# ---- fifo_wr_arbiter ----
[config.mk]
export PLATFORM = sky130hd
export DESIGN_NAME = fifo_wr_arbiter
export DESIGN_NICKNAME = d
export VERILOG_FILES = /design/src/rtl/fifo_arb_pkg.sv /design/src/rtl/rr_pick.sv /design/src/rtl/fifo_wr_arbiter.sv
export SDC_FILE = /design/constraint.sdc
export NUM_CORES = 1
export LEC_CHECK = 0
export CORE_ASPECT_RATIO = 1.25
export CORE_MARGIN = 2
export CORE_UTILIZATION = 40
export CTS_BUF_LIST = sky130_fd_sc_hd__clkbuf_2 sky130_fd_sc_hd__clkbuf_4 sky130_fd_sc_hd__clkbuf_8
export CTS_CLUSTER_SIZE = 40
export DETAILED_ROUTE_END_ITERATION = 16
export PLACE_DENSITY = 0.83
export SYNTH_ARGS = -nofsm -noshare
export SYNTH_HDL_FRONTEND = slang
export SYNTH_HIERARCHICAL = 1
export SYNTH_SLANG_ARGS = --single-unit
[constraint.sdc]
create_clock -name clk -period 3.3 [get_ports clk]
set_input_delay 0.33 -clock clk [delete_from_list [all_inputs] [get_ports clk]]
set_output_delay 0.33 -clock clk [all_outputs]
set_load 0.02 [all_outputs]
[src/rtl/fifo_arb_pkg.sv]
// Shared types and helpers for the fifo write-port arbiter and related
// schedulers: FSM encoding, width helpers and the round-robin search.
package fifo_arb_pkg;

   // Upper bound on requesters the generic round-robin search supports.
   localparam int RR_MAX_REQ = 32;
   localparam int RR_IDX_W   = $clog2(RR_MAX_REQ);

   // Legacy-compatible state encodings; the enum below reuses them.
   localparam logic [1:0] S_IDLE  = 2'd0;
   localparam logic [1:0] S_BURST = 2'd1;
   localparam logic [1:0] S_FLUSH = 2'd2;

   typedef enum logic [1:0] {
      IDLE  = S_IDLE,
      BURST = S_BURST,
      FLUSH = S_FLUSH
   } state_t;

   // Grant index width; a single requester still needs one bit.
   function automatic int id_width(input int n);
      return (n <= 1) ? 1 : $clog2(n);
   endfunction

   // Beat counter width: must be able to hold MAX_BURST itself.
   function automatic int beat_width(input int max_burst);
      return (max_burst < 1) ? 1 : $clog2(max_burst + 1);
   endfunction

   // First set bit of valid[n-1:0] searching upward from last+1, wrapping
   // at n (not at a power of two). Returns last when nothing is valid.
   // The loop bound is a constant so the search unrolls in synthesis; the
   // scan runs from the far end so the nearest candidate wins.
   function automatic int rr_next(input logic [RR_MAX_REQ-1:0] valid,
                                  input int last, input int n);
      int idx;
      int res;
      res = last;
      for (int k = RR_MAX_REQ; k >= 1; k--) begin
         if (k <= n) begin
            idx = last + k;
            if (idx >= n) idx = idx - n;
            if (valid[idx[RR_IDX_W-1:0]]) res = idx;
         end
      end
      return res;
   endfunction

endpackage

[src/rtl/rr_pick.sv]
// Combinational rotate-priority encoder: picks the first asserted request
// after the last winner, wrapping modulo N_REQ. Shared with read-side
// schedulers, so it holds no state of its own.
module rr_pick
   import fifo_arb_pkg::*;
#(
   parameter int N_REQ = 4,
   parameter int ID_W  = $clog2(N_REQ)
) (
   input  logic [N_REQ-1:0] req,
   input  logic [ID_W-1:0]  last,
   output logic [ID_W-1:0]  grant,
   output logic             any_valid
);

   logic [RR_MAX_REQ-1:0] req_ext;
   int                    pick;

   // Widen to the search function's fixed width; unused upper bits are zero.
   always_comb begin
      req_ext            = '0;
      req_ext[N_REQ-1:0] = req;
   end

   // Rotating search starting just past the previous winner.
   always_comb begin
      pick      = rr_next(req_ext, int'(last), N_REQ);
      grant     = pick[ID_W-1:0];
      any_valid = |req;
   end

endmodule

[src/rtl/fifo_wr_arbiter.sv]
// Shares the fifo write port among N_REQ producers. Round-robin grants,
// each held for up to MAX_BURST words, with one bubble cycle between
// bursts. Clear requests are queued and only issued from IDLE so a clear
// never cuts a burst in half.
module fifo_wr_arbiter
   import fifo_arb_pkg::*;
#(
   parameter int N_REQ     = 4,
   parameter int WORD_SIZE = 8,
   parameter int MAX_BURST = 4,
   parameter int ID_W      = $clog2(N_REQ)
) (
   input  logic                       clk,
   input  logic                       rst,
   input  logic [N_REQ-1:0]           req_valid,
   input  logic [N_REQ*WORD_SIZE-1:0] req_data,
   output logic [N_REQ-1:0]           req_ready,
   input  logic                       flush_req,
   output logic                       flush_done,
   input  logic                       fifo_full,
   output logic                       fifo_we,
   output logic [WORD_SIZE-1:0]       fifo_wdata,
   output logic                       fifo_clr,
   output logic [ID_W-1:0]            grant_id,
   output logic                       busy
);

   localparam int BEAT_W = beat_width(MAX_BURST);
   localparam logic [BEAT_W-1:0] LAST_BEAT = BEAT_W'(MAX_BURST - 1);

   state_t            state;
   logic [ID_W-1:0]   last_grant;
   logic [BEAT_W-1:0] beat;
   logic              flush_pend;

   logic [ID_W-1:0]      pick;
   logic                 any_valid;
   logic [WORD_SIZE-1:0] sel_data;
   logic                 sel_valid;
   logic                 in_burst;
   logic                 burst_end;

   rr_pick #(
      .N_REQ (N_REQ),
      .ID_W  (ID_W)
   ) u_pick (
      .req       (req_valid),
      .last      (last_grant),
      .grant     (pick),
      .any_valid (any_valid)
   );

   // Select the granted producer's word and valid. Also drives fifo_wdata
   // outside BURST so the bus follows grant_id instead of floating.
   always_comb begin
      sel_data  = '0;
      sel_valid = 1'b0;
      for (int i = 0; i < N_REQ; i++) begin
         if (grant_id == ID_W'(i)) begin
            sel_data  = req_data[i*WORD_SIZE +: WORD_SIZE];
            sel_valid = req_valid[i];
         end
      end
   end

   // rst gates the write strobes so a word offered in the reset cycle is
   // dropped even though the state register still reads BURST.
   assign in_burst   = (state == BURST) & ~rst;
   assign fifo_we    = in_burst & sel_valid & ~fifo_full;
   assign fifo_wdata = sel_data;
   assign fifo_clr   = (state == FLUSH) & ~rst;
   assign busy       = (state != IDLE);

   // A burst closes on its last allowed transfer or as soon as the owner
   // stops offering data; a full stall alone never closes it.
   assign burst_end  = ~sel_valid | (fifo_we & (beat == LAST_BEAT));

   // Per-requester accept: only the owner sees ready, and only when the
   // fifo can take the word.
   for (genvar gi = 0; gi < N_REQ; gi++) begin : g_ready
      assign req_ready[gi] = in_burst & ~fifo_full & (grant_id == ID_W'(gi));
   end

   // Clear requests latch until the FSM reaches FLUSH; a new request in
   // the cycle the latch is consumed stays pending for another clear.
   always_ff @(posedge clk) begin
      if (rst)
         flush_pend <= 1'b0;
      else if (flush_req)
         flush_pend <= 1'b1;
      else if (state == IDLE && flush_pend)
         flush_pend <= 1'b0;
   end

   // Completion pulse trails the single FLUSH cycle by one clock.
   always_ff @(posedge clk) begin
      if (rst)
         flush_done <= 1'b0;
      else
         flush_done <= (state == FLUSH);
   end

   // Main sequencer: IDLE arbitrates (clear first), BURST counts beats,
   // FLUSH lasts exactly one cycle.
   always_ff @(posedge clk) begin
      if (rst) begin
         state      <= IDLE;
         grant_id   <= '0;
         last_grant <= ID_W'(N_REQ - 1);
         beat       <= '0;
      end else begin
         case (state)
            IDLE: begin
               if (flush_pend) begin
                  state <= FLUSH;
               end else if (any_valid) begin
                  grant_id <= pick;
                  beat     <= '0;
                  state    <= BURST;
               end
            end
            BURST: begin
               if (fifo_we)
                  beat <= beat + BEAT_W'(1);
               if (burst_end) begin
                  last_grant <= grant_id;
                  state      <= IDLE;
               end
            end
            FLUSH: state <= IDLE;
            default: state <= IDLE;
         endcase
      end
   end

endmodule

fifo_wr_arbiter, placed standard cells:
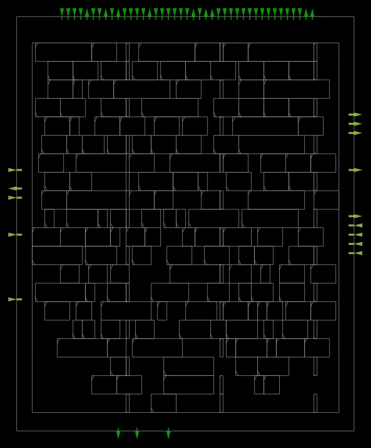
std cell rows: 20
share of the core filled with cells: 67.8%
filler cell count in the final layout: 227

fifo_wr_arbiter, clock network drawn from the DEF:
Scale: 4 px per µm.
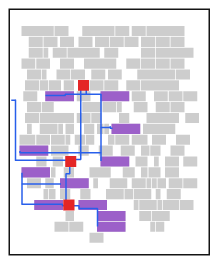
legend:
  purple:
    item: flip-flops
    count: 11
  blue:
    item: clock wires
    length: 157 µm
  red:
    item: clock drivers
    count: 3
routed clock nets: 4

==> results.rst <==
Physical design figures
=======================

.. list-table::
   :header-rows: 1

   * - Metric
     - Value
   * - Critical Path Sink
     - fifo_we
   * - CTS Root Cell
     - sky130_fd_sc_hd__clkbuf_4
   * - Layout-stage area growth over the synthesis result
     - 59.8%
   * - Leakage power figure
     - between 0.6 and 0.7 nW
   * - Internal power of the cells
     - 0.406 mW
   * - Worst reg2reg path endpoint
     - grant_id[0]
   * - Setup clock skew after layout
     - 0.00672 ns
   * - Total routed wire length on the met1 layer
     - 1.06 mm
   * - Seq Cell Count
     - 11
   * - Slowest stage cell, crit path
     - sky130_fd_sc_hd__dfxtp_1
   * - ANT nets after route
     - 0
   * - Fin. max-slew vios
     - 0
   * - Mean instance size in the synthesized netlist
     - roughly 11 µm²
   * - Length of routed met3 wiring
     - approximately 80 µm
   * - Worst slack on hold paths
     - 0.493 ns
   * - Share of the core filled by cells before placement
     - roughly 42%
   * - Final critical-path setup slack
     - about 0.76 ns
   * - Hold Path Class
     - reg2reg
   * - Final setup violation count
     - 0
   * - Overall die height
     - 61 µm
   * - Area of placed instances
     - ~0.0016 mm²
   * - Antenna violations before repair
     - 0
   * - Run status
     - finished, final reports clean
   * - Biggest cell category by area in the final layout
     - combinational gates
   * - Count of pins on the block boundary
     - 58
   * - Post-synth cell types
     - 35
   * - Worst-path maximum fanout
     - 16
   * - Largest register by flop count
     - beat
   * - Post-synthesis cell type with the largest combined area
     - sky130_fd_sc_hd__dfxtp_1
   * - Time the final worst path needs with I/O delays and setup
     - 2.54 ns
   * - Netlist area before placement
     - 0.00104 mm²
   * - Synth Warn #
     - 6
   * - Hold Violations, Final
     - 0
   * - Max Used Layer
     - met4
   * - Seq area share
     - 13.3%
   * - Number of flops mapped to enable cells by yosys
     - 0
   * - Worst slack at placement
     - 0.826 ns
   * - Synth top cell by count
     - sky130_fd_sc_hd__dfxtp_1
   * - Synth Instances
     - 95
   * - Diode insertion count for antenna repair
     - 0
   * - Detailed-route wire length
     - 2.89 mm
   * - FFs w/ async S/R, synth
     - 0%
   * - Adder-cell share of the synthesized area
     - between 8 and 9%
   * - Number of gates resized after cts
     - 0
   * - Met2 demand-to-capacity share in global routing
     - 35.6%
   * - Tap cell count
     - 33
   * - Number of sinks driven by the clock tree
     - 11
   * - Largest delay contributor family on the critical path
     - flip-flops
   * - Pin count of the biggest net entering global routing
     - 17
   * - Number of max-capacitance violations reported
     - 0
   * - Critical path launch point
     - grant_id[1]
   * - Logic inverters
     - 5
   * - Flip-flop count of the largest register, all copies and words added
     - 3
   * - Number of buffers on the longest clock path
     - 2
   * - Routability Congestion
     - 0.757
   * - Top logic cells by instance count in the layout
     - sky130_fd_sc_hd__clkdlybuf4s50_1, sky130_fd_sc_hd__dfxtp_1, sky130_fd_sc_hd__mux2i_1
   * - Total Neg Setup Slack
     - 0 ns
   * - CTS H-tree lvls
     - 1
   * - Buffers outside the clock class
     - 59
   * - Die area
     - 0.00303 mm²
   * - Worst endpoint required time
     - roughly 3 ns
   * - RSZ-0062 raised after global routing
     - no
   * - Most frequent standard cell in the layout excluding fill and tap cells
     - sky130_fd_sc_hd__clkdlybuf4s50_1
   * - Post-synthesis sequential element count
     - 11
   * - Switching share of power
     - 35.0%
   * - CP startpoint kind
     - flip-flop
   * - Worst R2R Start
     - last_grant[0]
   * - Number of cells in Yosys stat
     - 95

# ---- vga_timing_gen ----
vga_timing_gen, port wiring:
Scale: 4 px per µm.
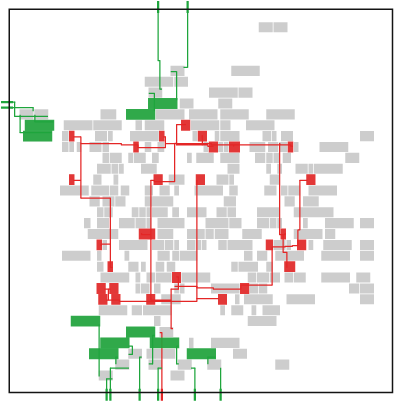
vga_timing_gen, M2 wires:
Scale: 4 px per µm.
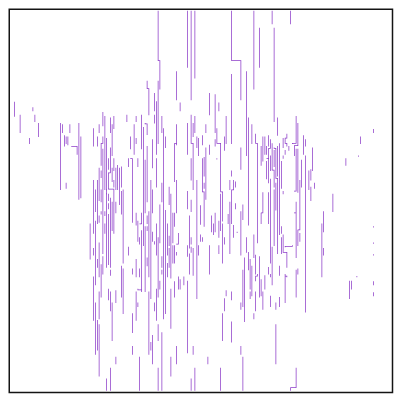
vga_timing_gen, clock network drawn from the DEF:
Scale: 3 px per µm.
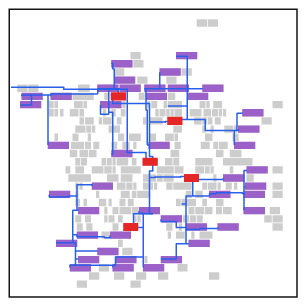
$ cat config.mk
export PLATFORM = sky130hd
export DESIGN_NAME = vga_timing_gen
export DESIGN_NICKNAME = d
export VERILOG_FILES = /design/src/rtl/vga_pkg.sv /design/src/rtl/vga_axis_counter.sv /design/src/rtl/vga_timing_gen.sv
export SDC_FILE = /design/constraint.sdc
export NUM_CORES = 1
export LEC_CHECK = 0
export CORE_MARGIN = 2
export CORE_UTILIZATION = 25
export DETAILED_ROUTE_END_ITERATION = 10
export GPL_TIMING_DRIVEN = 0
export SLEW_MARGIN = 30
export SYNTH_ARGS = -nofsm -noshare
export SYNTH_HDL_FRONTEND = slang
export SYNTH_SLANG_ARGS = --single-unit
$ cat constraint.sdc
create_clock -name clk -period 4.5 [get_ports clk]
set_input_delay 0.45 -clock clk [delete_from_list [all_inputs] [get_ports clk]]
set_output_delay 0.45 -clock clk [all_outputs]
set_load 0.005 [all_outputs]
$ cat src/rtl/vga_pkg.sv
// Shared VGA timing constants, polarity codes and helpers for the grayblastVGA tile.
package vga_pkg;

    localparam int unsigned H_ACTIVE_640 = 640;
    localparam int unsigned H_FP_640     = 16;
    localparam int unsigned H_SYNC_640   = 96;
    localparam int unsigned H_BP_640     = 48;
    localparam int unsigned V_ACTIVE_480 = 480;
    localparam int unsigned V_FP_480     = 10;
    localparam int unsigned V_SYNC_480   = 2;
    localparam int unsigned V_BP_480     = 33;

    localparam logic POL_LOW  = 1'b0;
    localparam logic POL_HIGH = 1'b1;

    typedef enum logic [1:0] {
        RGN_ACTIVE,
        RGN_FP,
        RGN_SYNC,
        RGN_BP
    } axis_region_e;

    function automatic int unsigned axis_total(
        input int unsigned active,
        input int unsigned fp,
        input int unsigned sync,
        input int unsigned bp
    );
        return active + fp + sync + bp;
    endfunction

endpackage

$ cat src/rtl/vga_axis_counter.sv
// One raster axis: wrapping position counter plus look-ahead sync/active decode
// of the value it will hold after the current edge.
module vga_axis_counter
    import vga_pkg::*;
#(
    parameter int unsigned ACTIVE = H_ACTIVE_640,
    parameter int unsigned FP     = H_FP_640,
    parameter int unsigned SYNC   = H_SYNC_640,
    parameter int unsigned BP     = H_BP_640,
    parameter logic        POL    = POL_LOW,
    parameter int unsigned CW     = 10
) (
    input  logic          i_clk,
    input  logic          i_rst,
    input  logic          i_advance,
    output logic          o_wrap,
    output logic [CW-1:0] o_next_count,
    output logic          o_next_sync,
    output logic          o_next_active
);

    localparam int unsigned TOTAL = axis_total(ACTIVE, FP, SYNC, BP);

    if (FP == 0 || SYNC == 0 || BP == 0) begin : g_err_region
        $error("vga_axis_counter: porch and sync lengths must be non-zero");
    end
    if (64'(TOTAL) > (64'd1 << CW)) begin : g_err_width
        $error("vga_axis_counter: axis total does not fit in CW bits");
    end

    localparam logic [CW-1:0] LAST       = CW'(TOTAL - 1);
    localparam logic [CW-1:0] ACT_END    = CW'(ACTIVE);
    localparam logic [CW-1:0] SYNC_START = CW'(ACTIVE + FP);
    localparam logic [CW-1:0] SYNC_END   = CW'(ACTIVE + FP + SYNC);

    logic [CW-1:0] r_count;
    logic [CW-1:0] w_next;
    logic          w_at_last;
    axis_region_e  w_region;

    always_comb begin
        w_at_last = (r_count == LAST);
        o_wrap    = i_advance & w_at_last;
        w_next    = r_count;
        if (i_advance) begin
            w_next = w_at_last ? '0 : r_count + CW'(1);
        end
    end

    // Region decode runs on the next value so the registered outputs line up
    // with the counter they describe.
    always_comb begin
        w_region = RGN_BP;
        if (w_next < ACT_END) begin
            w_region = RGN_ACTIVE;
        end else if (w_next < SYNC_START) begin
            w_region = RGN_FP;
        end else if (w_next < SYNC_END) begin
            w_region = RGN_SYNC;
        end
    end

    always_ff @(posedge i_clk) begin
        if (i_rst) begin
            r_count <= LAST;
        end else begin
            r_count <= w_next;
        end
    end

    assign o_next_count  = w_next;
    assign o_next_sync   = (w_region == RGN_SYNC) ? POL : ~POL;
    assign o_next_active = (w_region == RGN_ACTIVE);

endmodule

$ cat src/rtl/vga_timing_gen.sv
// Parametrised VGA raster timing generator: prescaled pixel tick, two axis
// counters, registered syncs/DE/coordinates and line/frame strobes.
module vga_timing_gen
    import vga_pkg::*;
#(
    parameter int unsigned H_ACTIVE   = H_ACTIVE_640,
    parameter int unsigned H_FP       = H_FP_640,
    parameter int unsigned H_SYNC     = H_SYNC_640,
    parameter int unsigned H_BP       = H_BP_640,
    parameter int unsigned V_ACTIVE   = V_ACTIVE_480,
    parameter int unsigned V_FP       = V_FP_480,
    parameter int unsigned V_SYNC     = V_SYNC_480,
    parameter int unsigned V_BP       = V_BP_480,
    parameter logic        H_POL      = POL_LOW,
    parameter logic        V_POL      = POL_LOW,
    parameter int unsigned CLK_DIV    = 1,
    parameter int unsigned SCALE_LOG2 = 0,
    parameter int unsigned CW         = 10
) (
    input  logic          clk,
    input  logic          rst,
    input  logic          en,
    output logic          pix_tick,
    output logic          hsync,
    output logic          vsync,
    output logic          de,
    output logic [CW-1:0] x,
    output logic [CW-1:0] y,
    output logic          line_start,
    output logic          frame_start
);

    if (CLK_DIV < 1) begin : g_err_div
        $error("vga_timing_gen: CLK_DIV must be at least 1");
    end

    localparam int unsigned   PW     = (CLK_DIV > 1) ? $clog2(CLK_DIV) : 1;
    localparam logic [PW-1:0] P_LAST = PW'(CLK_DIV - 1);

    logic [PW-1:0] r_p;
    logic          w_tick;

    logic          w_h_wrap;
    logic [CW-1:0] w_h_next;
    logic          w_h_sync;
    logic          w_h_act;
    logic          w_v_wrap;
    logic [CW-1:0] w_v_next;
    logic          w_v_sync;
    logic          w_v_act;

    logic          r_hsync;
    logic          r_vsync;
    logic          r_de;
    logic [CW-1:0] r_x;
    logic [CW-1:0] r_y;
    logic          r_line_start;
    logic          r_frame_start;

    assign w_tick = en & (r_p == P_LAST);

    always_ff @(posedge clk) begin
        if (rst) begin
            r_p <= '0;
        end else if (en) begin
            r_p <= (r_p == P_LAST) ? '0 : r_p + PW'(1);
        end
    end

    vga_axis_counter #(
        .ACTIVE (H_ACTIVE),
        .FP     (H_FP),
        .SYNC   (H_SYNC),
        .BP     (H_BP),
        .POL    (H_POL),
        .CW     (CW)
    ) u_hcnt (
        .i_clk         (clk),
        .i_rst         (rst),
        .i_advance     (w_tick),
        .o_wrap        (w_h_wrap),
        .o_next_count  (w_h_next),
        .o_next_sync   (w_h_sync),
        .o_next_active (w_h_act)
    );

    vga_axis_counter #(
        .ACTIVE (V_ACTIVE),
        .FP     (V_FP),
        .SYNC   (V_SYNC),
        .BP     (V_BP),
        .POL    (V_POL),
        .CW     (CW)
    ) u_vcnt (
        .i_clk         (clk),
        .i_rst         (rst),
        .i_advance     (w_h_wrap),
        .o_wrap        (w_v_wrap),
        .o_next_count  (w_v_next),
        .o_next_sync   (w_v_sync),
        .o_next_active (w_v_act)
    );

    // Position 0 on an axis is only ever entered by wrapping, so the wrap
    // pulses (already qualified by the tick) are exactly the entry strobes.
    always_ff @(posedge clk) begin
        if (rst) begin
            r_hsync       <= ~H_POL;
            r_vsync       <= ~V_POL;
            r_de          <= 1'b0;
            r_x           <= '0;
            r_y           <= '0;
            r_line_start  <= 1'b0;
            r_frame_start <= 1'b0;
        end else begin
            r_hsync       <= w_h_sync;
            r_vsync       <= w_v_sync;
            r_de          <= w_h_act & w_v_act;
            r_x           <= w_h_act ? (w_h_next >> SCALE_LOG2) : '0;
            r_y           <= w_v_act ? (w_v_next >> SCALE_LOG2) : '0;
            r_line_start  <= w_h_wrap;
            r_frame_start <= w_v_wrap;
        end
    end

    assign pix_tick    = w_tick;
    assign hsync       = r_hsync;
    assign vsync       = r_vsync;
    assign de          = r_de;
    assign x           = r_x;
    assign y           = r_y;
    assign line_start  = r_line_start;
    assign frame_start = r_frame_start;

endmodule

==> results.rst <==
Physical design figures
=======================

.. list-table::
   :header-rows: 1

   * - Metric
     - Value
   * - Run status
     - finished, final reports clean
   * - Switching power
     - between 0.3 and 0.4 mW
   * - Share of the core filled with cells
     - about a third
   * - Dominant cell area share
     - 43.1%
   * - Count of hold-fix buffers inserted at cts
     - 0
   * - GR Util All Layers
     - 10.5%
   * - Cell types with the largest area share after synthesis
     - sky130_fd_sc_hd__dfxtp_1, sky130_fd_sc_hd__nor2_1, sky130_fd_sc_hd__xor2_1
   * - FFs w/ async S/R, synth
     - 0%
   * - Fraction of final layout cells with drive strength greater than 1
     - between 10% and 20%
   * - Number of sinks driven by the clock tree
     - about 45
   * - Final setup violation count
     - 0
   * - Fraction of met3 tracks used by global routing
     - 2.85%
   * - Leakage power figure
     - 0.931 nW
   * - Final critical-path setup slack
     - 2.12 ns
   * - Number of violations reported at the end of detailed-routing iteration 0
     - 38
   * - Final non-filler cell total
     - around 360
   * - Max-slew headroom at the worst pin
     - roughly 63%
   * - Sink of the worst hold path
     - x[0]
   * - Logic inverters
     - 5
   * - Layout-stage area growth over the synthesis result
     - 24.5%
   * - Synth top cell by count
     - sky130_fd_sc_hd__dfxtp_1
   * - Tap cell count
     - 105
   * - Post-synthesis cell type with the largest combined area
     - sky130_fd_sc_hd__dfxtp_1
   * - Endpoint type of the worst setup path
     - flip-flop
   * - CTS H-tree lvls
     - 2
   * - Clock input transition at the sequential cells of the worst setup and hold paths
     - 0.09 ns
   * - Source-to-sink clock delay at the later pin of the worst-skew pair
     - around 0.30 ns
   * - Most instantiated cells after synthesis
     - sky130_fd_sc_hd__dfxtp_1, sky130_fd_sc_hd__nor2_1, sky130_fd_sc_hd__nand2_1
   * - Number of global-route vias before repair
     - 1,609
   * - Combinational gate area
     - 0.00108 mm²
   * - Met2 demand-to-capacity share in global routing
     - 20.1%
   * - Wirelength per Cell
     - 12.4 µm
   * - Post-synthesis xor/xnor area fraction
     - 4.19%
   * - Cts bufs inserted
     - 5
   * - Time the final worst path needs with I/O delays and setup
     - 2.38 ns
   * - Worst setup path category
     - in2reg
   * - Length of routed met3 wiring
     - 134 µm
   * - Hold Path Class
     - reg2reg
   * - Top power group
     - sequential cells
   * - Worst slack at placement
     - 1.77 ns
   * - Diode insertion count for antenna repair
     - 0
   * - Pin count of the biggest net entering global routing
     - 14
   * - Post-route cell area
     - 0.00260 mm²
   * - Synth Instances
     - 218
   * - ANT nets after route
     - 0
   * - Fraction of the yosys area taken by sequential cells
     - a little over two fifths
   * - Total cell area reported by yosys after synthesis
     - 0.00209 mm²
   * - Number of cells in Yosys stat
     - around 220
   * - Biggest cell category by area in the final layout
     - combinational gates
   * - Number of gates on the worst path with buffers counted
     - 8
   * - Internal power of the cells
     - 0.721 mW
   * - Power per Cell Area
     - 401 mW/mm²
About 'port wiring' of vga_timing_gen:
legend:
  green:
    port: `y`
    direction: output
    edge: 6 bottom, 2 top, 2 left
    end_cells: 10
    wire: 165 µm
  red:
    port: `rst`
    direction: input
    edge: bottom
    end_cells: 27
    wire: 367 µm

About 'M2 wires' of vga_timing_gen:
longest straight run: 47.6 µm
share of all routed wire: 52%
wire length on this layer: 2,310 µm
main direction: vertical
nets with wire on the layer: 227

About 'clock network drawn from the DEF' of vga_timing_gen:
legend:
  blue:
    item: clock wires
    length: 602 µm
  purple:
    item: flip-flops
    count: 45
  red:
    item: clock drivers
    count: 5
routed clock nets: 6


# ---- apb_reg_bank_flat ----
apb_reg_bank_flat, cell classes on the final placement:
Scale: 1 px per µm.
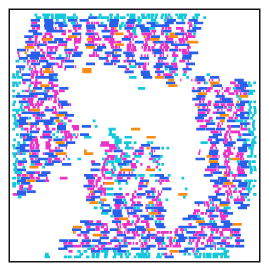
apb_reg_bank_flat, clock network drawn from the DEF:
Scale: 1 px per µm.
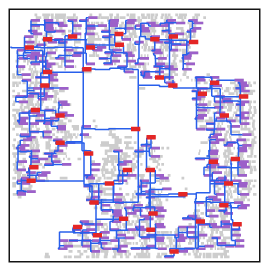
$ cat config.mk
export PLATFORM = sky130hd
export DESIGN_NAME = apb_reg_bank_flat
export DESIGN_NICKNAME = d
export VERILOG_FILES = /design/src/rtl/apb_reg_bank_if.sv /design/src/rtl/apb_reg_bank.sv /design/src/flat_wrapper.sv
export SDC_FILE = /design/constraint.sdc
export NUM_CORES = 1
export LEC_CHECK = 0
export CAP_MARGIN = 15
export CORE_AREA = 2 2 247 249
export DETAILED_ROUTE_END_ITERATION = 6
export DIE_AREA = 0 0 249 251
export PLACE_DENSITY = 0.59
export SYNTH_ARGS = -nofsm -noshare
export SYNTH_HDL_FRONTEND = slang
export SYNTH_SLANG_ARGS = --single-unit
$ cat constraint.sdc
create_clock -name pclk_i -period 2.8 [get_ports pclk_i]
set_input_delay 0.42 -clock pclk_i [delete_from_list [all_inputs] [get_ports pclk_i]]
set_output_delay 0.42 -clock pclk_i [all_outputs]
set_load 0.1 [all_outputs]
$ cat src/rtl/apb_reg_bank_if.sv
// APB3 bus bundle between a bridge (master) and the register-bank slave.
// The slave captures the request signals and returns a registered response.
interface apb_reg_bank_if #(
    parameter int unsigned ADDR_W = 32,
    parameter int unsigned DATA_W = 32
) ();

    logic [ADDR_W-1:0]   paddr;
    logic [DATA_W-1:0]   pwdata;
    logic [DATA_W/8-1:0] pstrb;
    logic                psel;
    logic                penable;
    logic                pwrite;
    logic                pready;
    logic                pslverr;
    logic [DATA_W-1:0]   prdata;

    modport master (
        output paddr, pwdata, pstrb, psel, penable, pwrite,
        input  pready, pslverr, prdata
    );

    modport slave (
        input  paddr, pwdata, pstrb, psel, penable, pwrite,
        output pready, pslverr, prdata
    );

endinterface

$ cat src/rtl/apb_reg_bank.sv
// Parametrised APB3 register bank: RW/RO word registers, byte strobes,
// programmable wait states, full decode with error response, write pulses.
module apb_reg_bank #(
    parameter int unsigned         DATA_W      = 32,
    parameter int unsigned         ADDR_W      = 32,
    parameter int unsigned         NUM_REGS    = 8,
    parameter int unsigned         WAIT_STATES = 0,
    parameter logic [NUM_REGS-1:0] RO_MASK     = '0,
    parameter logic [DATA_W-1:0]   RESET_VAL   = '0
) (
    input  logic                         pclk_i,
    input  logic                         presetn_i,
    apb_reg_bank_if.slave                apb_io,
    output logic [NUM_REGS*DATA_W-1:0]   reg_out_o,
    input  logic [NUM_REGS*DATA_W-1:0]   ro_in_i,
    output logic [NUM_REGS-1:0]          wr_pulse_o
);

    localparam int unsigned STRB_W = DATA_W / 8;
    localparam int unsigned OFFS_W = $clog2(STRB_W);
    localparam int unsigned IDX_W  = (NUM_REGS > 1) ? $clog2(NUM_REGS) : 1;
    localparam logic [ADDR_W-1:0] OffsMask = ADDR_W'(STRB_W - 1);

    localparam logic [1:0] StIdle   = 2'd0;
    localparam logic [1:0] StAccess = 2'd1;
    localparam logic [1:0] StResp   = 2'd2;

    logic [1:0]          state_q, state_d;
    logic [3:0]          cnt_q, cnt_d;
    logic [ADDR_W-1:0]   addr_q, addr_d;
    logic                write_q, write_d;
    logic [DATA_W-1:0]   wdata_q, wdata_d;
    logic [STRB_W-1:0]   strb_q, strb_d;
    logic                pready_q, pready_d;
    logic                pslverr_q, pslverr_d;
    logic [DATA_W-1:0]   prdata_q, prdata_d;
    logic [NUM_REGS-1:0] wr_pulse_q, wr_pulse_d;
    logic [DATA_W-1:0]   regs_q [NUM_REGS];

    logic [ADDR_W-1:0] idx_full;
    logic [IDX_W-1:0]  idx;
    logic              in_range;
    logic              unaligned;
    logic              is_ro;
    logic              acc_err;
    logic              do_write;
    logic [DATA_W-1:0] rd_val;
    logic [DATA_W-1:0] wr_val;

    // Decode always works on the captured request, never the live bus.
    always_comb begin
        idx_full  = addr_q >> OFFS_W;
        idx       = idx_full[IDX_W-1:0];
        in_range  = idx_full < ADDR_W'(NUM_REGS);
        unaligned = |(addr_q & OffsMask);
        is_ro     = in_range && RO_MASK[idx];
        acc_err   = !in_range || unaligned || (write_q && is_ro);
        rd_val    = is_ro ? ro_in_i[idx*DATA_W +: DATA_W] : regs_q[idx];
        wr_val    = regs_q[idx];
        for (int b = 0; b < int'(STRB_W); b++) begin
            if (strb_q[b]) wr_val[b*8 +: 8] = wdata_q[b*8 +: 8];
        end
    end

    always_comb begin
        state_d    = state_q;
        cnt_d      = cnt_q;
        addr_d     = addr_q;
        write_d    = write_q;
        wdata_d    = wdata_q;
        strb_d     = strb_q;
        pready_d   = 1'b0;
        pslverr_d  = 1'b0;
        prdata_d   = '0;
        wr_pulse_d = '0;
        do_write   = 1'b0;
        unique case (state_q)
            StIdle: begin
                if (apb_io.psel && !apb_io.penable) begin
                    addr_d  = apb_io.paddr;
                    write_d = apb_io.pwrite;
                    wdata_d = apb_io.pwdata;
                    strb_d  = apb_io.pstrb;
                    cnt_d   = 4'(WAIT_STATES);
                    state_d = StAccess;
                end
            end
            StAccess: begin
                if (!apb_io.psel) begin
                    state_d = StIdle;
                end else if (cnt_q != 4'd0) begin
                    cnt_d = cnt_q - 4'd1;
                end else begin
                    state_d   = StResp;
                    pready_d  = 1'b1;
                    pslverr_d = acc_err;
                    if (!acc_err) begin
                        if (write_q) begin
                            do_write        = 1'b1;
                            wr_pulse_d[idx] = 1'b1;
                        end else begin
                            prdata_d = rd_val;
                        end
                    end
                end
            end
            StResp: begin
                state_d = StIdle;
            end
            default: begin
                state_d = StIdle;
            end
        endcase
    end

    always_ff @(posedge pclk_i or negedge presetn_i) begin
        if (!presetn_i) begin
            state_q    <= StIdle;
            cnt_q      <= 4'd0;
            addr_q     <= '0;
            write_q    <= 1'b0;
            wdata_q    <= '0;
            strb_q     <= '0;
            pready_q   <= 1'b0;
            pslverr_q  <= 1'b0;
            prdata_q   <= '0;
            wr_pulse_q <= '0;
            for (int i = 0; i < int'(NUM_REGS); i++) regs_q[i] <= RESET_VAL;
        end else begin
            state_q    <= state_d;
            cnt_q      <= cnt_d;
            addr_q     <= addr_d;
            write_q    <= write_d;
            wdata_q    <= wdata_d;
            strb_q     <= strb_d;
            pready_q   <= pready_d;
            pslverr_q  <= pslverr_d;
            prdata_q   <= prdata_d;
            wr_pulse_q <= wr_pulse_d;
            if (do_write) regs_q[idx] <= wr_val;
        end
    end

    assign apb_io.pready  = pready_q;
    assign apb_io.pslverr = pslverr_q;
    assign apb_io.prdata  = prdata_q;
    assign wr_pulse_o     = wr_pulse_q;

    for (genvar i = 0; i < int'(NUM_REGS); i++) begin : g_reg_out
        assign reg_out_o[i*DATA_W +: DATA_W] = regs_q[i];
    end

endmodule

$ cat src/flat_wrapper.sv
// flat-port wrapper written by rule: the top's interface ports become plain ports
module apb_reg_bank_flat 
#(
    parameter int unsigned         DATA_W      = 32,
    parameter int unsigned         ADDR_W      = 32,
    parameter int unsigned         NUM_REGS    = 8,
    parameter int unsigned         WAIT_STATES = 0,
    parameter logic [NUM_REGS-1:0] RO_MASK     = '0,
    parameter logic [DATA_W-1:0]   RESET_VAL   = '0
)
  (pclk_i, presetn_i, reg_out_o, ro_in_i, wr_pulse_o, apb_io_paddr, apb_io_pwdata, apb_io_pstrb, apb_io_psel, apb_io_penable, apb_io_pwrite, apb_io_pready, apb_io_pslverr, apb_io_prdata);
  apb_reg_bank_if #(.ADDR_W(ADDR_W), .DATA_W(DATA_W)) apb_io_i ();
  input  logic pclk_i;
  input  logic presetn_i;
  output logic [NUM_REGS*DATA_W-1:0] reg_out_o;
  input  logic [NUM_REGS*DATA_W-1:0] ro_in_i;
  output logic [NUM_REGS-1:0] wr_pulse_o;
  input wire logic [$bits(apb_io_i.paddr)-1:0] apb_io_paddr;
  input wire logic [$bits(apb_io_i.pwdata)-1:0] apb_io_pwdata;
  input wire logic [$bits(apb_io_i.pstrb)-1:0] apb_io_pstrb;
  input wire logic [$bits(apb_io_i.psel)-1:0] apb_io_psel;
  input wire logic [$bits(apb_io_i.penable)-1:0] apb_io_penable;
  input wire logic [$bits(apb_io_i.pwrite)-1:0] apb_io_pwrite;
  output wire logic [$bits(apb_io_i.pready)-1:0] apb_io_pready;
  output wire logic [$bits(apb_io_i.pslverr)-1:0] apb_io_pslverr;
  output wire logic [$bits(apb_io_i.prdata)-1:0] apb_io_prdata;
  assign apb_io_i.paddr = apb_io_paddr;
  assign apb_io_i.pwdata = apb_io_pwdata;
  assign apb_io_i.pstrb = apb_io_pstrb;
  assign apb_io_i.psel = apb_io_psel;
  assign apb_io_i.penable = apb_io_penable;
  assign apb_io_i.pwrite = apb_io_pwrite;
  assign apb_io_pready = apb_io_i.pready;
  assign apb_io_pslverr = apb_io_i.pslverr;
  assign apb_io_prdata = apb_io_i.prdata;
  apb_reg_bank #(.DATA_W(DATA_W), .ADDR_W(ADDR_W), .NUM_REGS(NUM_REGS), .WAIT_STATES(WAIT_STATES), .RO_MASK(RO_MASK), .RESET_VAL(RESET_VAL)) u_core (.pclk_i(pclk_i), .presetn_i(presetn_i), .apb_io(apb_io_i), .reg_out_o(reg_out_o), .ro_in_i(ro_in_i), .wr_pulse_o(wr_pulse_o));
endmodule
==> results.rst <==
Physical design figures
=======================

.. list-table::
   :header-rows: 1

   * - Metric
     - Value
   * - Crit path buf inv count
     - 2
   * - Total routed wire length on the met1 layer
     - 26.4 mm
   * - Global-route wire length before repair
     - 91.0 mm
   * - Largest delay contributor family on the critical path
     - simple AND/OR/NAND/NOR gates
   * - Die area
     - between 0.06 and 0.07 mm²
   * - Share of the core filled by cells before placement
     - between 20% and 30%
   * - Post-synthesis cell type with the largest combined area
     - sky130_fd_sc_hd__dfrtp_1
   * - Top power group
     - sequential cells
   * - Std cell rows
     - ~90
   * - Source-to-sink clock delay at the later pin of the worst-skew pair
     - 0.58 ns
   * - GR Util All Layers
     - roughly a fifth
   * - Met2 routed WL
     - 28.8 mm
   * - Final-layout non-clock buffer area share
     - between 10% and 20%
   * - Placeable Area
     - 0.0598 mm²
   * - Power consumed by combinational cells
     - between 5 and 6 mW
   * - Layout-stage area growth over the synthesis result
     - 35.0%
   * - Count of pins on the block boundary
     - around 630
   * - CTS Root Cell
     - sky130_fd_sc_hd__clkbuf_16
   * - VDD IR max
     - 420 µV
   * - Pin count of the biggest net entering global routing
     - approximately 68
   * - Hold Violations, Final
     - 0
   * - Post-synthesis share of cell area spent on and, or, nand and nor gates
     - roughly 5.4%
   * - Via density per instance
     - 5.11
   * - Aoi/oai-family share of the synthesized area
     - 19.9%
   * - Antenna violations before repair
     - 4
   * - Share of cell area taken by multi-input logic gates
     - 26.7%
   * - Tap cell count
     - 782
   * - Count of multi-input gates
     - between 700 and 800
   * - Worst endpoint data arrival time
     - 2.89 ns
   * - Met2 demand-to-capacity share in global routing
     - 31.3%
   * - Design Power
     - 17.8 mW
   * - Wirelength per Cell
     - 23.1 µm
   * - Critical path launch point
     - u_core.cnt_q[0]
   * - Worst slack at placement
     - ~0.28 ns
   * - Busiest grt layer
     - met2
   * - DR pass1 iterations
     - 5
   * - Synth top cell by count
     - sky130_fd_sc_hd__dfrtp_1
   * - Slowest stage cell, crit path
     - sky130_fd_sc_hd__or4_4
   * - Final non-filler cell total
     - 2,689
   * - Flop-to-flop setup slack
     - approximately 0.3 ns
   * - Total overflow reported by the global router
     - 0
   * - Part of the cycle the worst path needs
     - 89.0%
   * - Run status
     - finished, final reports clean
Notes on 'cell classes on the final placement' of apb_reg_bank_flat above:
legend:
  magenta:
    class: combinational and other logic
    cells: 1,001
    share_of_their_area: 32%
  orange:
    class: clock drivers and dummy loads
    cells: 77
    share_of_their_area: 6.4%
  blue:
    class: flops
    cells: 373
    share_of_their_area: 43%
  cyan:
    class: other buffers and delay cells
    cells: 453
    share_of_their_area: 18%

Notes on 'clock network drawn from the DEF' of apb_reg_bank_flat above:
legend:
  red:
    item: clock drivers
    count: 43
  blue:
    item: clock wires
    length: 5,040 µm
  purple:
    item: flip-flops
    count: 373
routed clock nets: 44


# ---- ascon_ctrl_fsm ----
ascon_ctrl_fsm, cell classes on the final placement:
Scale: 6 px per µm.
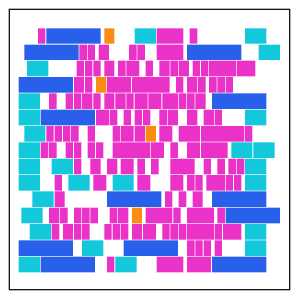
ascon_ctrl_fsm, clock network drawn from the DEF:
Scale: 6 px per µm.
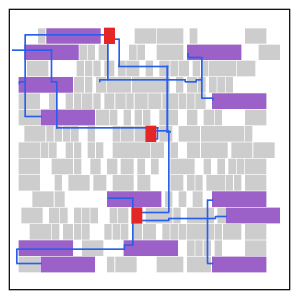
ascon_ctrl_fsm, placed standard cells:
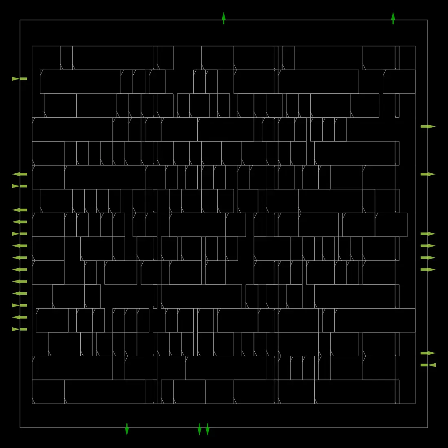
**src/rtl/ascon_ctrl_fsm.sv**
```systemverilog
// ASCON-128 encrypt/decrypt control FSM: sequences init, AD, text and finalisation permutations.
// start->end_o takes 2*PA + (AD+TXT-1)*(1+PB) + 2 cycles; each WAIT state stalls until data_valid_i.
module ascon_ctrl_fsm #(
  parameter int NB_AD_BLOCKS  = 1,
  parameter int NB_TXT_BLOCKS = 4,
  parameter int PA_ROUNDS     = 12,
  parameter int PB_ROUNDS     = 6,
  parameter int BLK_W         = 3
) (
  input  logic             clk_i,
  input  logic             rst_i,
  input  logic             start_i,
  input  logic             mode_i,
  input  logic             data_valid_i,
  input  logic             tag_match_i,
  output logic [3:0]       round_o,
  output logic [BLK_W-1:0] bloc_o,
  output logic             sel_perm_in_o,
  output logic             we_state_o,
  output logic             xor_begin_data_o,
  output logic             xor_begin_key_o,
  output logic             xor_end_key_o,
  output logic             xor_end_lsb_o,
  output logic             sel_cipher_o,
  output logic             we_data_o,
  output logic             we_tag_o,
  output logic             data_ready_o,
  output logic             data_valid_o,
  output logic             busy_o,
  output logic             end_o,
  output logic             auth_ok_o
);

  typedef enum logic [3:0] {
    IDLE, INIT, AD_WAIT, AD_PERM, TXT_WAIT, TXT_PERM, FIN_WAIT, FIN_PERM, TAG
  } state_e;

  localparam logic [3:0]       PA_LAST     = 4'(PA_ROUNDS - 1);
  localparam logic [3:0]       PB_LAST     = 4'(PB_ROUNDS - 1);
  localparam logic [3:0]       PA_BASE     = 4'(12 - PA_ROUNDS);
  localparam logic [3:0]       PB_BASE     = 4'(12 - PB_ROUNDS);
  localparam logic [BLK_W-1:0] AD_LAST     = BLK_W'(NB_AD_BLOCKS - 1);
  localparam logic [BLK_W-1:0] TXT_FIN_IDX = BLK_W'(NB_TXT_BLOCKS - 2);

  state_e           state_q, state_d;
  logic [3:0]       rnd_q, rnd_d;
  logic [BLK_W-1:0] blk_q, blk_d;
  logic             mode_q, mode_d;
  logic             auth_q, auth_d;

  logic is_pa, is_pb, rnd_first, rnd_last;

  assign is_pa     = (state_q == INIT) || (state_q == FIN_PERM);
  assign is_pb     = (state_q == AD_PERM) || (state_q == TXT_PERM);
  assign rnd_first = (rnd_q == 4'd0);
  assign rnd_last  = (is_pa && rnd_q == PA_LAST) || (is_pb && rnd_q == PB_LAST);

  always_ff @(posedge clk_i or negedge rst_i) begin
    if (!rst_i) begin
      state_q <= IDLE;
      rnd_q   <= '0;
      blk_q   <= '0;
      mode_q  <= 1'b0;
      auth_q  <= 1'b0;
    end else begin
      state_q <= state_d;
      rnd_q   <= rnd_d;
      blk_q   <= blk_d;
      mode_q  <= mode_d;
      auth_q  <= auth_d;
    end
  end

  always_comb begin
    state_d = state_q;
    rnd_d   = rnd_q;
    blk_d   = blk_q;
    mode_d  = mode_q;
    auth_d  = auth_q;
    if (is_pa || is_pb) rnd_d = rnd_last ? 4'd0 : rnd_q + 4'd1;
    case (state_q)
      IDLE: if (start_i) begin
        state_d = INIT;
        mode_d  = mode_i;
        auth_d  = 1'b0;
        rnd_d   = '0;
        blk_d   = '0;
      end
      INIT: if (rnd_last) begin
        if (NB_AD_BLOCKS != 0)       state_d = AD_WAIT;
        else if (NB_TXT_BLOCKS == 1) state_d = FIN_WAIT;
        else                         state_d = TXT_WAIT;
      end
      AD_WAIT:  if (data_valid_i) state_d = AD_PERM;
      AD_PERM: if (rnd_last) begin
        if (blk_q == AD_LAST) begin
          blk_d   = '0;
          state_d = (NB_TXT_BLOCKS == 1) ? FIN_WAIT : TXT_WAIT;
        end else begin
          blk_d   = blk_q + 1'b1;
          state_d = AD_WAIT;
        end
      end
      TXT_WAIT: if (data_valid_i) state_d = TXT_PERM;
      // The final text block is absorbed by FIN_PERM, so leave TXT one block early.
      TXT_PERM: if (rnd_last) begin
        blk_d   = blk_q + 1'b1;
        state_d = (blk_q == TXT_FIN_IDX) ? FIN_WAIT : TXT_WAIT;
      end
      FIN_WAIT: if (data_valid_i) state_d = FIN_PERM;
      FIN_PERM: if (rnd_last) state_d = TAG;
      TAG: begin
        auth_d  = mode_q & tag_match_i;
        state_d = IDLE;
        rnd_d   = '0;
        blk_d   = '0;
      end
      default: state_d = IDLE;
    endcase
  end

  always_comb begin
    round_o          = '0;
    sel_perm_in_o    = 1'b0;
    we_state_o       = 1'b0;
    xor_begin_data_o = 1'b0;
    xor_begin_key_o  = 1'b0;
    xor_end_key_o    = 1'b0;
    xor_end_lsb_o    = 1'b0;
    sel_cipher_o     = 1'b0;
    we_data_o        = 1'b0;
    we_tag_o         = 1'b0;
    data_ready_o     = 1'b0;
    data_valid_o     = 1'b0;
    end_o            = 1'b0;
    if (is_pa || is_pb) begin
      we_state_o    = 1'b1;
      sel_perm_in_o = rnd_first;
      round_o       = (is_pa ? PA_BASE : PB_BASE) + rnd_q;
    end
    case (state_q)
      INIT: if (rnd_last) begin
        xor_end_key_o = 1'b1;
        xor_end_lsb_o = (NB_AD_BLOCKS == 0);
      end
      AD_WAIT, TXT_WAIT, FIN_WAIT: data_ready_o = 1'b1;
      AD_PERM: begin
        xor_begin_data_o = rnd_first;
        xor_end_lsb_o    = rnd_last && (blk_q == AD_LAST);
      end
      TXT_PERM: if (rnd_first) begin
        xor_begin_data_o = 1'b1;
        we_data_o        = 1'b1;
        data_valid_o     = 1'b1;
        sel_cipher_o     = mode_q;
      end
      FIN_PERM: begin
        if (rnd_first) begin
          xor_begin_data_o = 1'b1;
          xor_begin_key_o  = 1'b1;
          we_data_o        = 1'b1;
          data_valid_o     = 1'b1;
          sel_cipher_o     = mode_q;
        end
        if (rnd_last) begin
          xor_end_key_o = 1'b1;
          we_tag_o      = 1'b1;
        end
      end
      TAG:     end_o = 1'b1;
      default: ;
    endcase
  end

  assign bloc_o    = blk_q;
  assign busy_o    = (state_q != IDLE);
  assign auth_ok_o = auth_q;

endmodule

```
**config.mk**
```make
export PLATFORM = sky130hd
export DESIGN_NAME = ascon_ctrl_fsm
export DESIGN_NICKNAME = d
export VERILOG_FILES = /design/src/rtl/ascon_ctrl_fsm.sv
export SDC_FILE = /design/constraint.sdc
export NUM_CORES = 1
export LEC_CHECK = 0
export ABC_AREA = 1
export CORE_UTILIZATION = 54
export CTS_BUF_LIST = sky130_fd_sc_hd__clkbuf_2
export CTS_CLUSTER_DIAMETER = 50
export DETAILED_ROUTE_END_ITERATION = 16
export GPL_ROUTABILITY_DRIVEN = 0
export PLACE_DENSITY_LB_ADDON = 0.05
export SYNTH_ARGS = -nofsm -noshare
export SYNTH_HDL_FRONTEND = slang
export SYNTH_SLANG_ARGS = --single-unit
```
**constraint.sdc**
```tcl
create_clock -name clk_i -period 7 [get_ports clk_i]
set_input_delay 2.1 -clock clk_i [delete_from_list [all_inputs] [get_ports clk_i]]
set_output_delay 2.1 -clock clk_i [all_outputs]
set_load 0.05 [all_outputs]
```
==> results.rst <==
Physical design figures
=======================

.. list-table::
   :header-rows: 1

   * - Metric
     - Value
   * - Run status
     - finished, final reports clean
   * - Die area
     - ~0.0022 mm²
   * - Number of violations reported at the end of detailed-routing iteration 0
     - 26
   * - Final critical-path setup slack
     - 1.92 ns
   * - Post-synthesis xor/xnor area fraction
     - ~2.5%
   * - CTS Root Cell
     - sky130_fd_sc_hd__clkbuf_2
   * - Number of max-capacitance violations reported
     - 0
   * - OpenROAD warning count
     - 30
   * - Clk_buf instances
     - 4
   * - Number of sinks driven by the clock tree
     - 13
   * - FFs w/ async S/R, synth
     - 100%
   * - Wirelength per Cell
     - 11.3 µm
   * - Time the final worst path needs with I/O delays and setup
     - 5.08 ns
   * - Total placed cells including tap cells
     - 201
   * - Cts bufs inserted
     - 3
   * - Relative contribution of the clock network to total power
     - 5.9%
   * - Clock tree from TritonCTS
     - yes
   * - Post-synthesis share of cell area spent on and, or, nand and nor gates
     - 40.5%
   * - Count of hold-fix buffers inserted at cts
     - 0
   * - Synth top cell by count
     - sky130_fd_sc_hd__nand2_1
   * - Source-to-sink clock delay at the later pin of the worst-skew pair
     - 0.29 ns
   * - Top power group
     - combinational cells
   * - Length of routed met3 wiring
     - 109 µm
   * - Main kind of combinational logic by area
     - simple AND/OR/NAND/NOR gates
   * - Final setup violation count
     - 0
   * - Clock input transition at the sequential cells of the worst setup and hold paths
     - between 0.1 and 0.15 ns
   * - Global-route wire length before repair
     - 3.72 mm
   * - Switching power
     - approximately 0.43 mW
   * - Max Used Layer
     - met4
   * - DIE WIDTH
     - 46.5 µm
   * - Worst reg2reg path endpoint
     - bloc_o[0]
   * - Met2 routed WL
     - 1.10 mm
   * - Post-route cell area
     - 0.00137 mm²
   * - Register area
     - 325 µm²
   * - Fin. max-slew vios
     - 0
   * - Cell types with the largest area share after synthesis
     - sky130_fd_sc_hd__dfrtp_1, sky130_fd_sc_hd__nand2_1, sky130_fd_sc_hd__inv_1
   * - Detailed-route wire length
     - 2.32 mm
   * - Largest delay contributor family on the critical path
     - buffers and inverters
   * - Synth Warn #
     - 0
   * - Pin count of the biggest net entering global routing
     - 14
   * - R2r worst-path depth
     - 9
   * - Layout-stage area growth over the synthesis result
     - 28.5%
   * - Post-synth mux share
     - 0%
   * - Count of multi-input gates
     - about 110
   * - Via density per instance
     - slightly below 5
   * - Antenna violations before repair
     - 0
   * - Part of the cycle the worst path needs
     - 72.6%
   * - Combinational gate area
     - roughly 620 µm²
   * - GR met1 Demand/Resource
     - between 20% and 30%
   * - Fraction of met3 tracks used by global routing
     - under 10%
   * - Vias after detailed routing
     - around 1,000
   * - Crit path buf inv count
     - 4
   * - Post-synth cell types
     - 23
   * - Synth Instances
     - ~150
   * - Switching share of power
     - 59.5%
   * - Worst slack on hold paths
     - 0.498 ns
   * - Power per Cell Area
     - ~520 mW/mm²
   * - Tap cell count
     - 25
   * - Filler cell count in the final layout
     - 139
   * - Part of the total power dissipated in combinational logic
     - around three quarters
   * - Total Neg Setup Slack
     - 0 ns
   * - Biggest cell category by area in the final layout
     - combinational gates
   * - Most frequent standard cell in the layout excluding fill and tap cells
     - sky130_fd_sc_hd__nand2_1
   * - Worst hold stages
     - 2
   * - Placeable Area
     - 0.00178 mm²
   * - Flop-to-flop setup slack
     - 5.49 ns
   * - Area of placed instances
     - 0.00135 mm²
## Picture notes: 'cell classes on the final placement' of ascon_ctrl_fsm
legend:
  orange:
    class: clock drivers and dummy loads
    cells: 4
    share_of_their_area: 1.5%
  blue:
    class: flops
    cells: 13
    share_of_their_area: 24%
  cyan:
    class: other buffers and delay cells
    cells: 26
    share_of_their_area: 19%
  magenta:
    class: combinational and other logic
    cells: 137
    share_of_their_area: 55%

## Picture notes: 'clock network drawn from the DEF' of ascon_ctrl_fsm
legend:
  purple:
    item: flip-flops
    count: 13
  red:
    item: clock drivers
    count: 3
  blue:
    item: clock wires
    length: 225 µm
routed clock nets: 4
flops lie: all over the die

## Picture notes: 'placed standard cells' of ascon_ctrl_fsm
Seq Cell Count: 13
share of the core filled with cells: 77.0%


# ---- serial_adder ----
serial_adder, port wiring:
Scale: 6 px per µm.
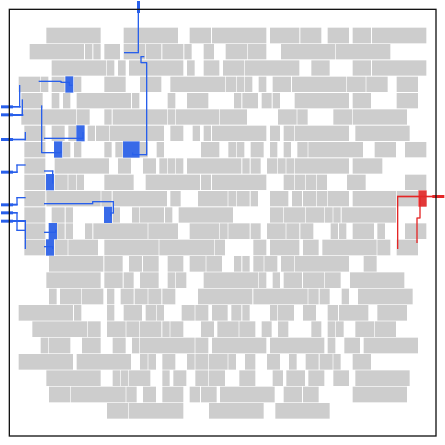
serial_adder, placed standard cells:
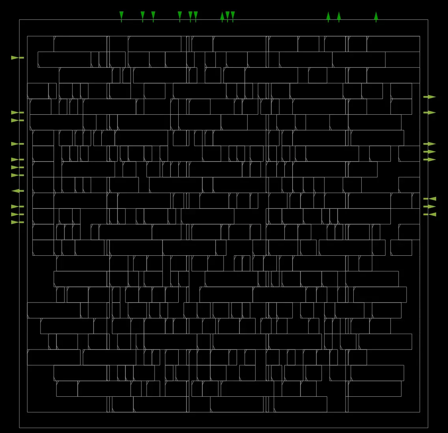
**config.mk**
```make
export PLATFORM = sky130hd
export DESIGN_NAME = serial_adder
export DESIGN_NICKNAME = d
export VERILOG_FILES = /design/src/rtl/serial_adder_pkg.sv /design/src/rtl/serial_adder_full_add.sv /design/src/rtl/serial_adder.sv
export SDC_FILE = /design/constraint.sdc
export NUM_CORES = 1
export LEC_CHECK = 0
export CORE_UTILIZATION = 60
export DETAILED_ROUTE_END_ITERATION = 8
export GPL_TIMING_DRIVEN = 0
export PLACE_DENSITY_LB_ADDON = 0.15
export SETUP_SLACK_MARGIN = 0.05
export SYNTH_ARGS = -nofsm -noshare
export SYNTH_HDL_FRONTEND = slang
export SYNTH_HIERARCHICAL = 1
export SYNTH_SLANG_ARGS = --single-unit
```
**constraint.sdc**
```tcl
create_clock -name clk -period 3.5 [get_ports clk]
set_input_delay 0.875 -clock clk [delete_from_list [all_inputs] [get_ports clk]]
set_output_delay 0.875 -clock clk [all_outputs]
set_load 0.1 [all_outputs]
```
**src/rtl/serial_adder_pkg.sv**
```systemverilog
// Shared FSM encodings and width helpers for the bit-serial adder.
package serial_adder_pkg;

    typedef enum logic [1:0] {
        IDLE = 2'd0,
        RUN  = 2'd1,
        DONE = 2'd2
    } state_t;

    function automatic int sa_clog2(input int value);
        int r;
        r = 0;
        for (int i = 0; i < 32; i++) begin
            if ((1 << i) < value) begin
                r = i + 1;
            end
        end
        return r;
    endfunction

    // Counter must keep at least one bit even when WIDTH=1.
    function automatic int cnt_width(input int width);
        return (sa_clog2(width) < 1) ? 1 : sa_clog2(width);
    endfunction

endpackage

```
**src/rtl/serial_adder_full_add.sv**
```systemverilog
// Combinational one-bit full adder cell; zero latency.
module full_add (
    input  logic a,
    input  logic b,
    input  logic c,
    output logic sum,
    output logic carry
);

    assign sum   = a ^ b ^ c;
    assign carry = (a & b) | (c & (a ^ b));

endmodule

```
**src/rtl/serial_adder.sv**
```systemverilog
// Bit-serial adder: one bit per clock, LSB first; done pulses WIDTH+1 cycles after start.
// No backpressure: start is only accepted in IDLE or DONE and is ignored while busy.
module serial_adder
    import serial_adder_pkg::*;
#(
    parameter int WIDTH = 8
) (
    input  logic             clk,
    input  logic             rst,
    input  logic             start,
    input  logic [WIDTH-1:0] a,
    input  logic [WIDTH-1:0] b,
    input  logic             cin,
    output logic             busy,
    output logic             done,
    output logic [WIDTH-1:0] sum,
    output logic             cout
);

    localparam int              CNT_W = cnt_width(WIDTH);
    localparam logic [CNT_W-1:0] LAST = CNT_W'(WIDTH - 1);

    state_t           r_state;
    state_t           w_next;
    logic             w_busy;
    logic             w_done;
    logic             w_load;
    logic             w_last;
    logic [WIDTH-1:0] r_a;
    logic [WIDTH-1:0] r_b;
    logic [WIDTH-1:0] r_sum;
    logic             r_carry;
    logic             r_cout;
    logic [CNT_W-1:0] r_cnt;
    logic             w_fa_sum;
    logic             w_fa_carry;

    full_add u_full_add (
        .a     (r_a[0]),
        .b     (r_b[0]),
        .c     (r_carry),
        .sum   (w_fa_sum),
        .carry (w_fa_carry)
    );

    always_ff @(posedge clk or posedge rst) begin
        if (rst) begin
            r_state <= IDLE;
        end else begin
            r_state <= w_next;
        end
    end

    always_comb begin
        w_next = r_state;
        w_busy = 1'b0;
        w_done = 1'b0;
        w_load = 1'b0;
        w_last = 1'b0;
        case (r_state)
            IDLE: begin
                if (start) begin
                    w_load = 1'b1;
                    w_next = RUN;
                end
            end
            RUN: begin
                w_busy = 1'b1;
                if (r_cnt == LAST) begin
                    w_last = 1'b1;
                    w_next = DONE;
                end
            end
            DONE: begin
                w_done = 1'b1;
                if (start) begin
                    w_load = 1'b1;
                    w_next = RUN;
                end else begin
                    w_next = IDLE;
                end
            end
            default: begin
                w_next = IDLE;
            end
        endcase
    end

    // Operands shift right so bit 0 always feeds the cell; sum bits enter at the MSB.
    always_ff @(posedge clk or posedge rst) begin
        if (rst) begin
            r_a     <= '0;
            r_b     <= '0;
            r_sum   <= '0;
            r_carry <= 1'b0;
            r_cout  <= 1'b0;
            r_cnt   <= '0;
        end else if (w_load) begin
            r_a     <= a;
            r_b     <= b;
            r_sum   <= '0;
            r_carry <= cin;
            r_cnt   <= '0;
        end else if (w_busy) begin
            r_a     <= r_a >> 1;
            r_b     <= r_b >> 1;
            r_sum   <= (r_sum >> 1) | (WIDTH'(w_fa_sum) << (WIDTH - 1));
            r_carry <= w_fa_carry;
            r_cnt   <= r_cnt + CNT_W'(1);
            if (w_last) begin
                r_cout <= w_fa_carry;
            end
        end
    end

    assign busy = w_busy;
    assign done = w_done;
    assign sum  = r_sum;
    assign cout = r_cout;

endmodule

```
==> results.rst <==
Physical design figures
=======================

.. list-table::
   :header-rows: 1

   * - Metric
     - Value
   * - Total overflow reported by the global router
     - 0
   * - Cell types with the largest area share after synthesis
     - sky130_fd_sc_hd__dfrtp_1, sky130_fd_sc_hd__nand2_1, sky130_fd_sc_hd__mux2i_1
   * - Slowest stage cell, crit path
     - sky130_fd_sc_hd__clkbuf_2
   * - Power consumed by combinational cells
     - 0.0507 mW
   * - Run status
     - finished, final reports clean
   * - Hold Violations, Final
     - 0
   * - Clock tree from TritonCTS
     - yes
   * - Number of flops mapped to enable cells by yosys
     - 0
   * - Buffers outside the clock class
     - 47
   * - Worst hold stages
     - 2
   * - Worst endpoint required time
     - 2.62 ns
   * - Tally of buffers added on design ports
     - 30
   * - Part of the total power dissipated in combinational logic
     - around 4%
   * - P_seq
     - roughly 0.71 mW
   * - Worst slack at placement
     - 0.181 ns
   * - OpenROAD warning count
     - 26
   * - Mean instance size in the synthesized netlist
     - 9.82 µm²
   * - Buffer count from post-CTS setup fixing
     - 0
   * - Leakage power figure
     - between 1 and 1.5 nW
   * - Post-synthesis share of cell area spent on and, or, nand and nor gates
     - between 20% and 30%
   * - Clock input transition at the sequential cells of the worst setup and hold paths
     - around 0.060 ns
   * - Final setup violation count
     - 0
   * - Synth Instances
     - 290
   * - Hold Path Class
     - reg2reg
   * - Length of routed met3 wiring
     - about 370 µm
   * - Worst endpoint data arrival time
     - around 2.1 ns
   * - Cts bufs inserted
     - 9
   * - Adder-cell share of the synthesized area
     - 1.14%
   * - Max-slew headroom at the worst pin
     - about 29%
Notes on 'port wiring' of serial_adder above:
legend:
  blue:
    port: `b`
    direction: input
    edge: 7 left, 1 top
    end_cells: 8
    wire: 107 µm
  red:
    port: `rst`
    direction: input
    edge: right
    end_cells: 1
    wire: 22.4 µm

Notes on 'placed standard cells' of serial_adder above:
Seq Cell Count: 60
filler cell count in the final layout: 322
tap cell count: 52
std cell rows: 24
final non-filler cell total: 387



==> notes/layouts.md <==
Pictures saved along the way, in no particular order.

Cell classes on the final placement.
Plate I
Scale: 4 px per µm.
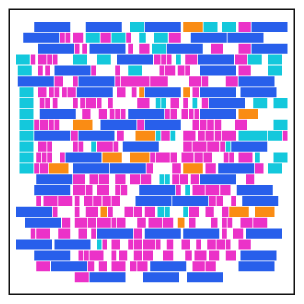
Plate II
Scale: 3 px per µm.
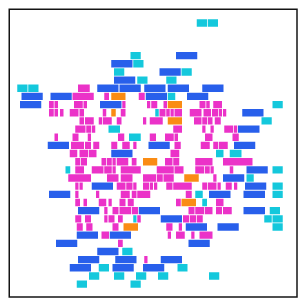
Plate III
Scale: 4 px per µm.
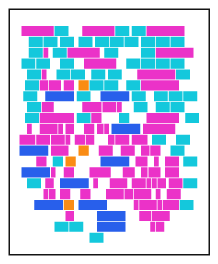
fifo_wr_arbiter: Plate III
serial_adder: Plate I
vga_timing_gen: Plate II
Of these, largest die: Plate II
Of these, smallest die: Plate III

Key to Plate II:
legend:
  magenta:
    class: combinational and other logic
    cells: 161
    share_of_their_area: 45%
  blue:
    class: flops
    cells: 45
    share_of_their_area: 36%
  orange:
    class: clock drivers and dummy loads
    cells: 8
    share_of_their_area: 4.1%
  cyan:
    class: other buffers and delay cells
    cells: 40
    share_of_their_area: 15%


==> notes/layouts.md <==
Pictures saved along the way, in no particular order.

Port wiring.
image #1
Scale: 10 px per µm.
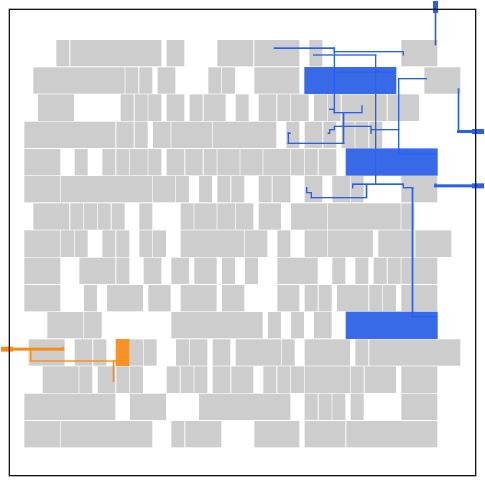
image #2
Scale: 8 px per µm.
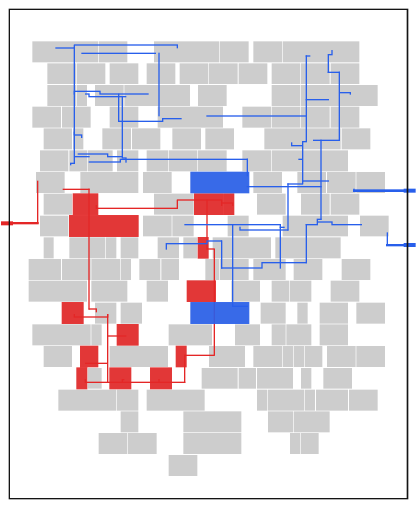
image #3
Scale: 2 px per µm.
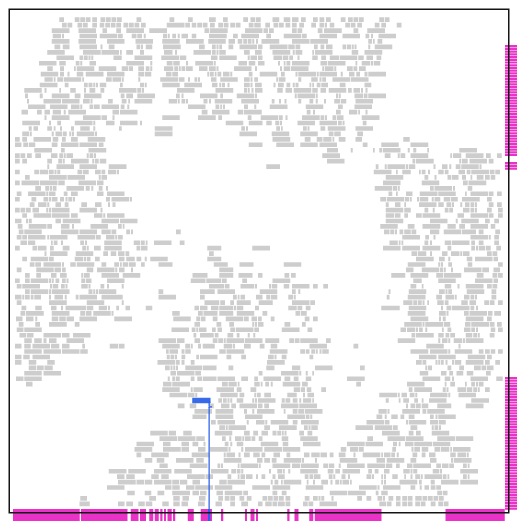
Image #3 is apb_reg_bank_flat.
Image #2 is fifo_wr_arbiter.
Image #1 is ascon_ctrl_fsm.
- most cells: image #3

Power is estimated from default activity; no workload was simulated.
